=== anffl_tex_quad_addr_gen ===
anffl_tex_quad_addr_gen, metal 2:
(1.5 px per um) Cells faint in the background.
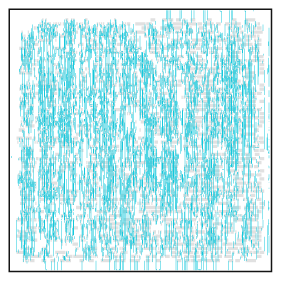

`src/rtl/anffl_tex_quad_addr_gen.sv`:
```
// Texel / 2x2-quad byte-address generator for linear, ETC2/EAC block and 16x16-tiled textures.
// Tiled formats are generated only when ANFFL_TEX_TILED_EN is defined; otherwise they report out_fmt_err.
module anffl_tex_quad_addr_gen #(
  parameter int ADDR_W  = 32,
  parameter int COORD_W = 16
) (
  input  logic               clk,
  input  logic               rst,
  input  logic               in_valid,
  output logic               in_ready,
  input  logic [COORD_W-1:0] in_x,
  input  logic [COORD_W-1:0] in_y,
  input  logic [63:0]        in_meta,
  input  logic               in_bilinear,
  output logic               out_valid,
  input  logic               out_ready,
  output logic [ADDR_W-1:0]  out_addr,
  output logic [3:0]         out_x_texel,
  output logic [3:0]         out_y_texel,
  output logic [1:0]         out_idx,
  output logic               out_last,
  output logic               out_fmt_err
);

  // Coordinate arithmetic width: holds coord+1 and any mask up to 2^15-1.
  localparam int CW = 17;

  typedef enum logic {IDLE, EMIT} stateT;
  stateT state;

  logic [COORD_W-1:0] xReg, yReg;
  logic [4:0]         fmtReg;
  logic [3:0]         hExpReg, wExpReg;
  logic               clampReg, bilReg;
  logic [31:0]        baseReg;

  logic               accept;
  logic [COORD_W-1:0] selX, selY;
  logic [4:0]         selFmt;
  logic [3:0]         selHExp, selWExp;
  logic               selClamp, selBil;
  logic [31:0]        selBase;
  logic [1:0]         selIdx;

  logic [CW-1:0]      cx, cy, maskX, maskY, fx, fy;
  logic [ADDR_W-1:0]  ax, ay, pLin, bIdx, offset, beatAddr;
  logic               beatErr, beatLast;
`ifdef ANFFL_TEX_TILED_EN
  logic [ADDR_W-1:0]  tIdx, pTile;
`endif

  logic unusedMetaBits;
  assign unusedMetaBits = ^in_meta[31:14];

  assign in_ready = (state == IDLE) || (out_last && out_ready);
  assign accept   = in_valid && in_ready;

  // The beat being loaded is either beat 0 of a newly accepted request or the next beat of the held one.
  always_comb begin
    if (accept) begin
      selX     = in_x;
      selY     = in_y;
      selFmt   = in_meta[4:0];
      selHExp  = in_meta[8:5];
      selWExp  = in_meta[12:9];
      selClamp = in_meta[13];
      selBil   = in_bilinear;
      selBase  = in_meta[63:32];
      selIdx   = 2'd0;
    end else begin
      selX     = xReg;
      selY     = yReg;
      selFmt   = fmtReg;
      selHExp  = hExpReg;
      selWExp  = wExpReg;
      selClamp = clampReg;
      selBil   = bilReg;
      selBase  = baseReg;
      selIdx   = out_idx + 2'd1;
    end
  end

  always_comb begin
    cx    = CW'(selX) + CW'(selIdx[0]);
    cy    = CW'(selY) + CW'(selIdx[1]);
    maskX = (CW'(1) << selWExp) - CW'(1);
    maskY = (CW'(1) << selHExp) - CW'(1);
    if (selClamp) begin
      fx = (cx > maskX) ? maskX : cx;
      fy = (cy > maskY) ? maskY : cy;
    end else begin
      fx = cx & maskX;
      fy = cy & maskY;
    end
  end

  always_comb begin
    ax   = ADDR_W'(fx);
    ay   = ADDR_W'(fy);
    pLin = (ay << selWExp) + ax;
    bIdx = (ADDR_W'(fy >> 2) << (selWExp - 4'd2)) | ADDR_W'(fx >> 2);
`ifdef ANFFL_TEX_TILED_EN
    tIdx  = (ADDR_W'(fy >> 4) << (selWExp - 4'd4)) | ADDR_W'(fx >> 4);
    pTile = (tIdx << 8) | (ADDR_W'(fy[3:0]) << 4) | ADDR_W'(fx[3:0]);
`endif
  end

  always_comb begin
    offset  = '0;
    beatErr = 1'b0;
    casez (selFmt)
      5'b00000: offset = (pLin << 1) + pLin;
      5'b00100: offset = pLin << 2;
      5'b???01: offset = pLin << 1;
      5'b00010, 5'b10010: begin
        beatErr = (selWExp < 4'd2);
        offset  = bIdx << 3;
      end
      5'b00110: begin
        beatErr = (selWExp < 4'd2);
        offset  = bIdx << 4;
      end
`ifdef ANFFL_TEX_TILED_EN
      5'b00011, 5'b00111, 5'b01011, 5'b01111, 5'b10111, 5'b10011: begin
        beatErr = (selWExp < 4'd4);
        case (selFmt)
          5'b00011: offset = (pTile << 1) + pTile;
          5'b00111: offset = pTile << 2;
          5'b10011: offset = pTile;
          default:  offset = pTile << 1;
        endcase
      end
`endif
      default: beatErr = 1'b1;
    endcase
    beatAddr = beatErr ? ADDR_W'(selBase) : ADDR_W'(selBase) + offset;
    beatLast = selBil ? (selIdx == 2'd3) : (selIdx == 2'd0);
  end

  always_ff @(posedge clk) begin
    if (rst) begin
      state       <= IDLE;
      out_valid   <= 1'b0;
      out_last    <= 1'b0;
      out_fmt_err <= 1'b0;
      out_idx     <= '0;
      out_addr    <= '0;
      out_x_texel <= '0;
      out_y_texel <= '0;
      xReg        <= '0;
      yReg        <= '0;
      fmtReg      <= '0;
      hExpReg     <= '0;
      wExpReg     <= '0;
      clampReg    <= 1'b0;
      bilReg      <= 1'b0;
      baseReg     <= '0;
    end else if (accept) begin
      xReg        <= in_x;
      yReg        <= in_y;
      fmtReg      <= in_meta[4:0];
      hExpReg     <= in_meta[8:5];
      wExpReg     <= in_meta[12:9];
      clampReg    <= in_meta[13];
      bilReg      <= in_bilinear;
      baseReg     <= in_meta[63:32];
      state       <= EMIT;
      out_valid   <= 1'b1;
      out_idx     <= selIdx;
      out_addr    <= beatAddr;
      out_x_texel <= fx[3:0];
      out_y_texel <= fy[3:0];
      out_fmt_err <= beatErr;
      out_last    <= beatLast;
    end else if (state == EMIT && out_ready) begin
      if (out_last) begin
        state     <= IDLE;
        out_valid <= 1'b0;
        out_last  <= 1'b0;
      end else begin
        out_idx     <= selIdx;
        out_addr    <= beatAddr;
        out_x_texel <= fx[3:0];
        out_y_texel <= fy[3:0];
        out_fmt_err <= beatErr;
        out_last    <= beatLast;
      end
    end
  end

endmodule

```
`config.mk`:
```
export PLATFORM = sky130hd
export DESIGN_NAME = anffl_tex_quad_addr_gen
export DESIGN_NICKNAME = d
export VERILOG_FILES = /design/src/rtl/anffl_tex_quad_addr_gen.sv
export SDC_FILE = /design/constraint.sdc
export NUM_CORES = 1
export LEC_CHECK = 0
export ABC_AREA = 1
export CAP_MARGIN = 40
export CORE_MARGIN = 4
export CORE_UTILIZATION = 55
export DETAILED_ROUTE_END_ITERATION = 10
export GPL_TIMING_DRIVEN = 1
export PLACE_DENSITY_LB_ADDON = 0.1
export SLEW_MARGIN = 0
export SYNTH_ARGS = -nofsm -noshare
export SYNTH_HDL_FRONTEND = slang
export SYNTH_SLANG_ARGS = --single-unit
```
`constraint.sdc`:
```
create_clock -name clk -period 14.5 [get_ports clk]
set_input_delay 2.9 -clock clk [delete_from_list [all_inputs] [get_ports clk]]
set_output_delay 2.9 -clock clk [all_outputs]
set_load 0.01 [all_outputs]
```
=== mem_stage ===
File: config.mk
export PLATFORM = sky130hd
export DESIGN_NAME = mem_stage
export DESIGN_NICKNAME = d
export VERILOG_FILES = /design/src/rtl/mem_stage.sv
export SDC_FILE = /design/constraint.sdc
export NUM_CORES = 2
export LEC_CHECK = 0
export CAP_MARGIN = 10
export CORE_MARGIN = 4
export CORE_UTILIZATION = 55
export CTS_CLUSTER_DIAMETER = 200
export CTS_CLUSTER_SIZE = 40
export DETAILED_ROUTE_END_ITERATION = 7
export HOLD_SLACK_MARGIN = 0.1
export PLACE_DENSITY = 0.7
export REMOVE_ABC_BUFFERS = 1
export SYNTH_ARGS = -nofsm -noshare
export SYNTH_HDL_FRONTEND = slang
export SYNTH_SLANG_ARGS = --single-unit
File: constraint.sdc
create_clock -name clk -period 4.6 [get_ports clk]
set_input_delay 0.46 -clock clk [delete_from_list [all_inputs] [get_ports clk]]
set_output_delay 0.46 -clock clk [all_outputs]
set_load 0.02 [all_outputs]
File: src/rtl/mem_stage.sv
// ---------------------------------------------------------------------------
// mem_stage
//   Memory stage of the five-stage ARM pipeline (between execute and
//   write-back). Registers execute results into the MEM/WB boundary and
//   performs word loads/stores to an on-chip data memory. Every access
//   stalls for WAIT_CYCLES extra cycles to emulate an external SRAM; while
//   the access is in flight `ready` is low and upstream holds its outputs.
//   Non-memory instructions pass through with one cycle of latency.
//
// Ports
//   clk           : clock, all state changes on the rising edge
//   rst           : synchronous active-high reset
//   WB_en_in      : write-back enable from execute
//   mem_read_in   : load request
//   mem_write_in  : store request
//   ALU_res_in    : byte address for memory ops, otherwise the ALU result
//   val_Rm_in     : store data
//   dst_in        : destination register index
//   ready         : combinational, low = upstream must hold inputs stable
//   WB_en_out     : registered write-back enable (0 during access bubbles)
//   mem_read_out  : registered, selects mem_data_out in write-back
//   ALU_res_out   : registered ALU result
//   mem_data_out  : registered load data
//   dst_out       : registered destination register index
// ---------------------------------------------------------------------------
module mem_stage #(
    parameter int WORD_WIDTH     = 32,
    parameter int REG_FILE_DEPTH = 4,
    parameter int MEM_DEPTH      = 64,
    parameter int BASE_ADDR      = 1024,
    parameter int WAIT_CYCLES    = 3
) (
    input  logic                      clk,
    input  logic                      rst,
    input  logic                      WB_en_in,
    input  logic                      mem_read_in,
    input  logic                      mem_write_in,
    input  logic [WORD_WIDTH-1:0]     ALU_res_in,
    input  logic [WORD_WIDTH-1:0]     val_Rm_in,
    input  logic [REG_FILE_DEPTH-1:0] dst_in,
    output logic                      ready,
    output logic                      WB_en_out,
    output logic                      mem_read_out,
    output logic [WORD_WIDTH-1:0]     ALU_res_out,
    output logic [WORD_WIDTH-1:0]     mem_data_out,
    output logic [REG_FILE_DEPTH-1:0] dst_out
);

    localparam int IDX_W = $clog2(MEM_DEPTH);

    typedef enum logic {
        IDLE = 1'b0,
        BUSY = 1'b1
    } state_t;

    state_t          state_reg, state_next;
    logic [3:0]      cnt_reg, cnt_next;
    logic            mem_req;
    logic            load_all;   // output register takes the new instruction
    logic            complete;   // memory access finishes at this edge
    logic [IDX_W-1:0] mem_index;

    logic [WORD_WIDTH-1:0] mem_array [MEM_DEPTH];

    assign mem_req = mem_read_in | mem_write_in;

    // Byte offset from the base, dropped to a word index. The cast keeps only
    // the low IDX_W bits, so out-of-range addresses alias modulo MEM_DEPTH.
    assign mem_index = IDX_W'((ALU_res_in - WORD_WIDTH'(BASE_ADDR)) >> 2);

    // -----------------------------------------------------------------------
    // FSM: next state, counter and control strobes
    // -----------------------------------------------------------------------
    always_comb begin
        state_next = state_reg;
        cnt_next   = cnt_reg;
        ready      = 1'b0;
        load_all   = 1'b0;
        complete   = 1'b0;
        case (state_reg)
            IDLE: begin
                if (mem_req) begin
                    state_next = BUSY;
                    cnt_next   = 4'(WAIT_CYCLES - 1);
                end else begin
                    ready    = 1'b1;
                    load_all = 1'b1;
                end
            end
            BUSY: begin
                if (cnt_reg != 4'd0) begin
                    cnt_next = cnt_reg - 4'd1;
                end else begin
                    ready      = 1'b1;
                    load_all   = 1'b1;
                    complete   = 1'b1;
                    state_next = IDLE;
                end
            end
            default: begin
                state_next = IDLE;
                cnt_next   = 4'd0;
            end
        endcase
    end

    always_ff @(posedge clk) begin
        if (rst) begin
            state_reg <= IDLE;
            cnt_reg   <= 4'd0;
        end else begin
            state_reg <= state_next;
            cnt_reg   <= cnt_next;
        end
    end

    // -----------------------------------------------------------------------
    // MEM/WB output register. When the instruction is not taken, a bubble is
    // inserted by clearing only the two control bits; the data fields hold.
    // -----------------------------------------------------------------------
    always_ff @(posedge clk) begin
        if (rst) begin
            WB_en_out    <= 1'b0;
            mem_read_out <= 1'b0;
            ALU_res_out  <= '0;
            mem_data_out <= '0;
            dst_out      <= '0;
        end else if (load_all) begin
            WB_en_out    <= WB_en_in;
            mem_read_out <= mem_read_in;
            ALU_res_out  <= ALU_res_in;
            dst_out      <= dst_in;
            // A combined read+write returns the data being written.
            if (complete && mem_read_in) begin
                mem_data_out <= mem_write_in ? val_Rm_in : mem_array[mem_index];
            end
        end else begin
            WB_en_out    <= 1'b0;
            mem_read_out <= 1'b0;
        end
    end

    // Data memory write port. Contents survive reset; a reset on the
    // completing edge suppresses the write.
    always_ff @(posedge clk) begin
        if (!rst && complete && mem_write_in) begin
            mem_array[mem_index] <= val_Rm_in;
        end
    end

endmodule

anffl_tex_quad_addr_gen, M1 wires:
(2 px per um) Supply wires on this layer in grey.
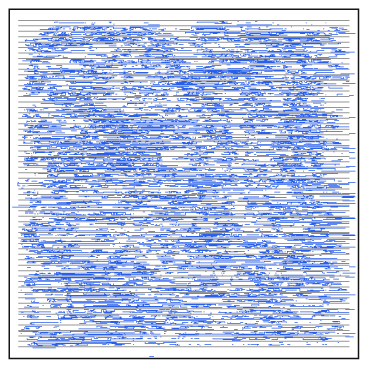
share of all routed wire: 44%
wire length on this layer: 21.4 mm
main direction: horizontal

Notes on 'metal 2' of anffl_tex_quad_addr_gen above:
nets with wire on the layer: 2,209
main direction: vertical

==> flow_summary.ini, anffl_tex_quad_addr_gen <==
; synthesis and place-and-route metrics
[synthesis]
synthArstFlopShare = 0
synth_top_cell_by_count = nand2_1
mux_area_frac = 0.00331
syn-mean-instance-area_sq_um = 6.35
yosys-stat-area_sq_mm = 0.0151

[cts]
cts_buffers = 17
cts_root_buf = clkbuf_16
cts-resized-gates = 0
clk_pin_slew_ns = 0.06

[grt]
met1_usage = 0.408
grt_pass1_vias = 15100
grt_overflow = 0
grtUsageTotal = 0.310
grt_pass1_wl_um = 77400

[worst_setup_path]
cp_slowest_cell = clkdlybuf4s50_1
reg2reg_setup_slack_ns = 3.43
crit_end = out_addr[31]
crit_path_end_kind = flip-flop
crit_type = in2reg
arrival_ns = 13.93
regToRegStartpoint = out_last
worstSetupPathDepth = 70
cp_top_family = simple AND/OR/NAND/NOR gates

[routing]
antenna_left = 0
wirelength_um = 48500

[layout]
final_cell_count_no_fill = 2839
register_area_sq_mm = 0.00248
n_antenna_cell = 0
logic_gate_count = 1840

[hold_path]
hold_end = yReg[1]
holdCritStartpoint = yReg[1]

[power_and_ir_drop]
p_sw_w = 0.00128
switching_share = 0.513
power-top-group = combinational cells
ir_worst_vdd_v = 0.0000874
pg_seq_w = 0.000398

[floorplan]
taps = 341
row_count = 60
die-height_um = 174

[final_timing]
tightest_slew_ns = 0.921
max-slew-margin-rel = 0.380
fin_skew_ns = 0.0277
rsz0062_at_grt = no

[run_status]
status = complete, no violations

[flow_run]
cap_violations = 0
mem_stage, placement view:
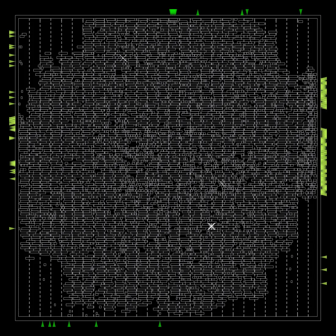
n_taps: 1,930
fraction of area in registers: 0.710

==> flow_summary.ini, mem_stage <==
; synthesis and place-and-route metrics
[worst_setup_path]
critPathLaunchType = flip-flop
rr_worst_depth = 9
worstSetupPathDepth = 9
cp_slowest_cell = buf_4
path_buffers = 4

[power_and_ir_drop]
pwr-share-clk = 0.250
comb_power_share = 0.083
comb_cell_power_w = 0.00263
switching_share = 0.230
pg_seq_w = 0.0213

[final_timing]
fin_worst_hold_slack_ns = 0.136
drv_slew = 0
finalHoldViolCount = 0
tns_ns = 0
tightest_slew_ns = 1.36
rsz0062_at_grt = no

[layout]
drive_gt1_frac = 0.159
buf_share = 0.0467
largest-register = mem_array
final_cell_count_no_fill = 6586
seq_cell_count = 2123
logic_gate_count = 1969
largest_cell_class = registers
fin_nets = 4671
final_common_cell = edfxtp_1

[routing]
via_per_inst = 7.12
antenna_left = 0
drc = 9
dr_wl_met2_um = 111000
drt-met1-wl_um = 88200

[placed_design]
dp.cells = 6463
dp_hpwl_um = 157000

[synthesis]
synthSimpleGateAreaFrac = 0.0291
syn-mean-instance-area_sq_um = 18.5
edf_count = 2048
ys_types = 71
synth.largest_area_cell = edfxtp_1
synth_area_sq_mm = 0.0815
yosys_cells = 4399

[grt]
grt_pass1_vias = 44000
antenna_found_initial = 26
met1_usage = 0.445

[cts]
cts_tree = built
clk_pin_slew_ns = 0.14
cts_hold_repair.buffers = 2
cts_setup_buffers = 0
clock.latency.late_pin_ns = 0.78
cts-resized-gates = 0

[hold_path]
hold_end = mem_array[30][31]
min_path_type = in2reg

[run_status]
violations = design-rule violations
status = complete, but fails checks

[floorplan]
die-height_um = 393
row_count = 141


==> screenshots <==
Signal wires on met4.
image #1
(1 px per um) Supply wires on this layer in grey.
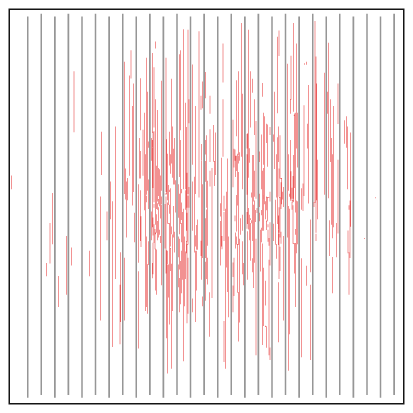
image #2
(2 px per um) Supply wires on this layer in grey.
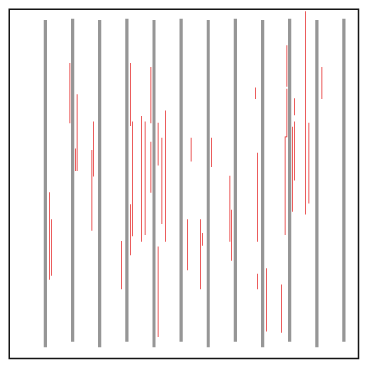
For anffl_tex_quad_addr_gen, see image #2.
For mem_stage, see image #1.
Of these, largest die: image #1

Power figures rest on the tool's default switching activity, not on a simulated workload.
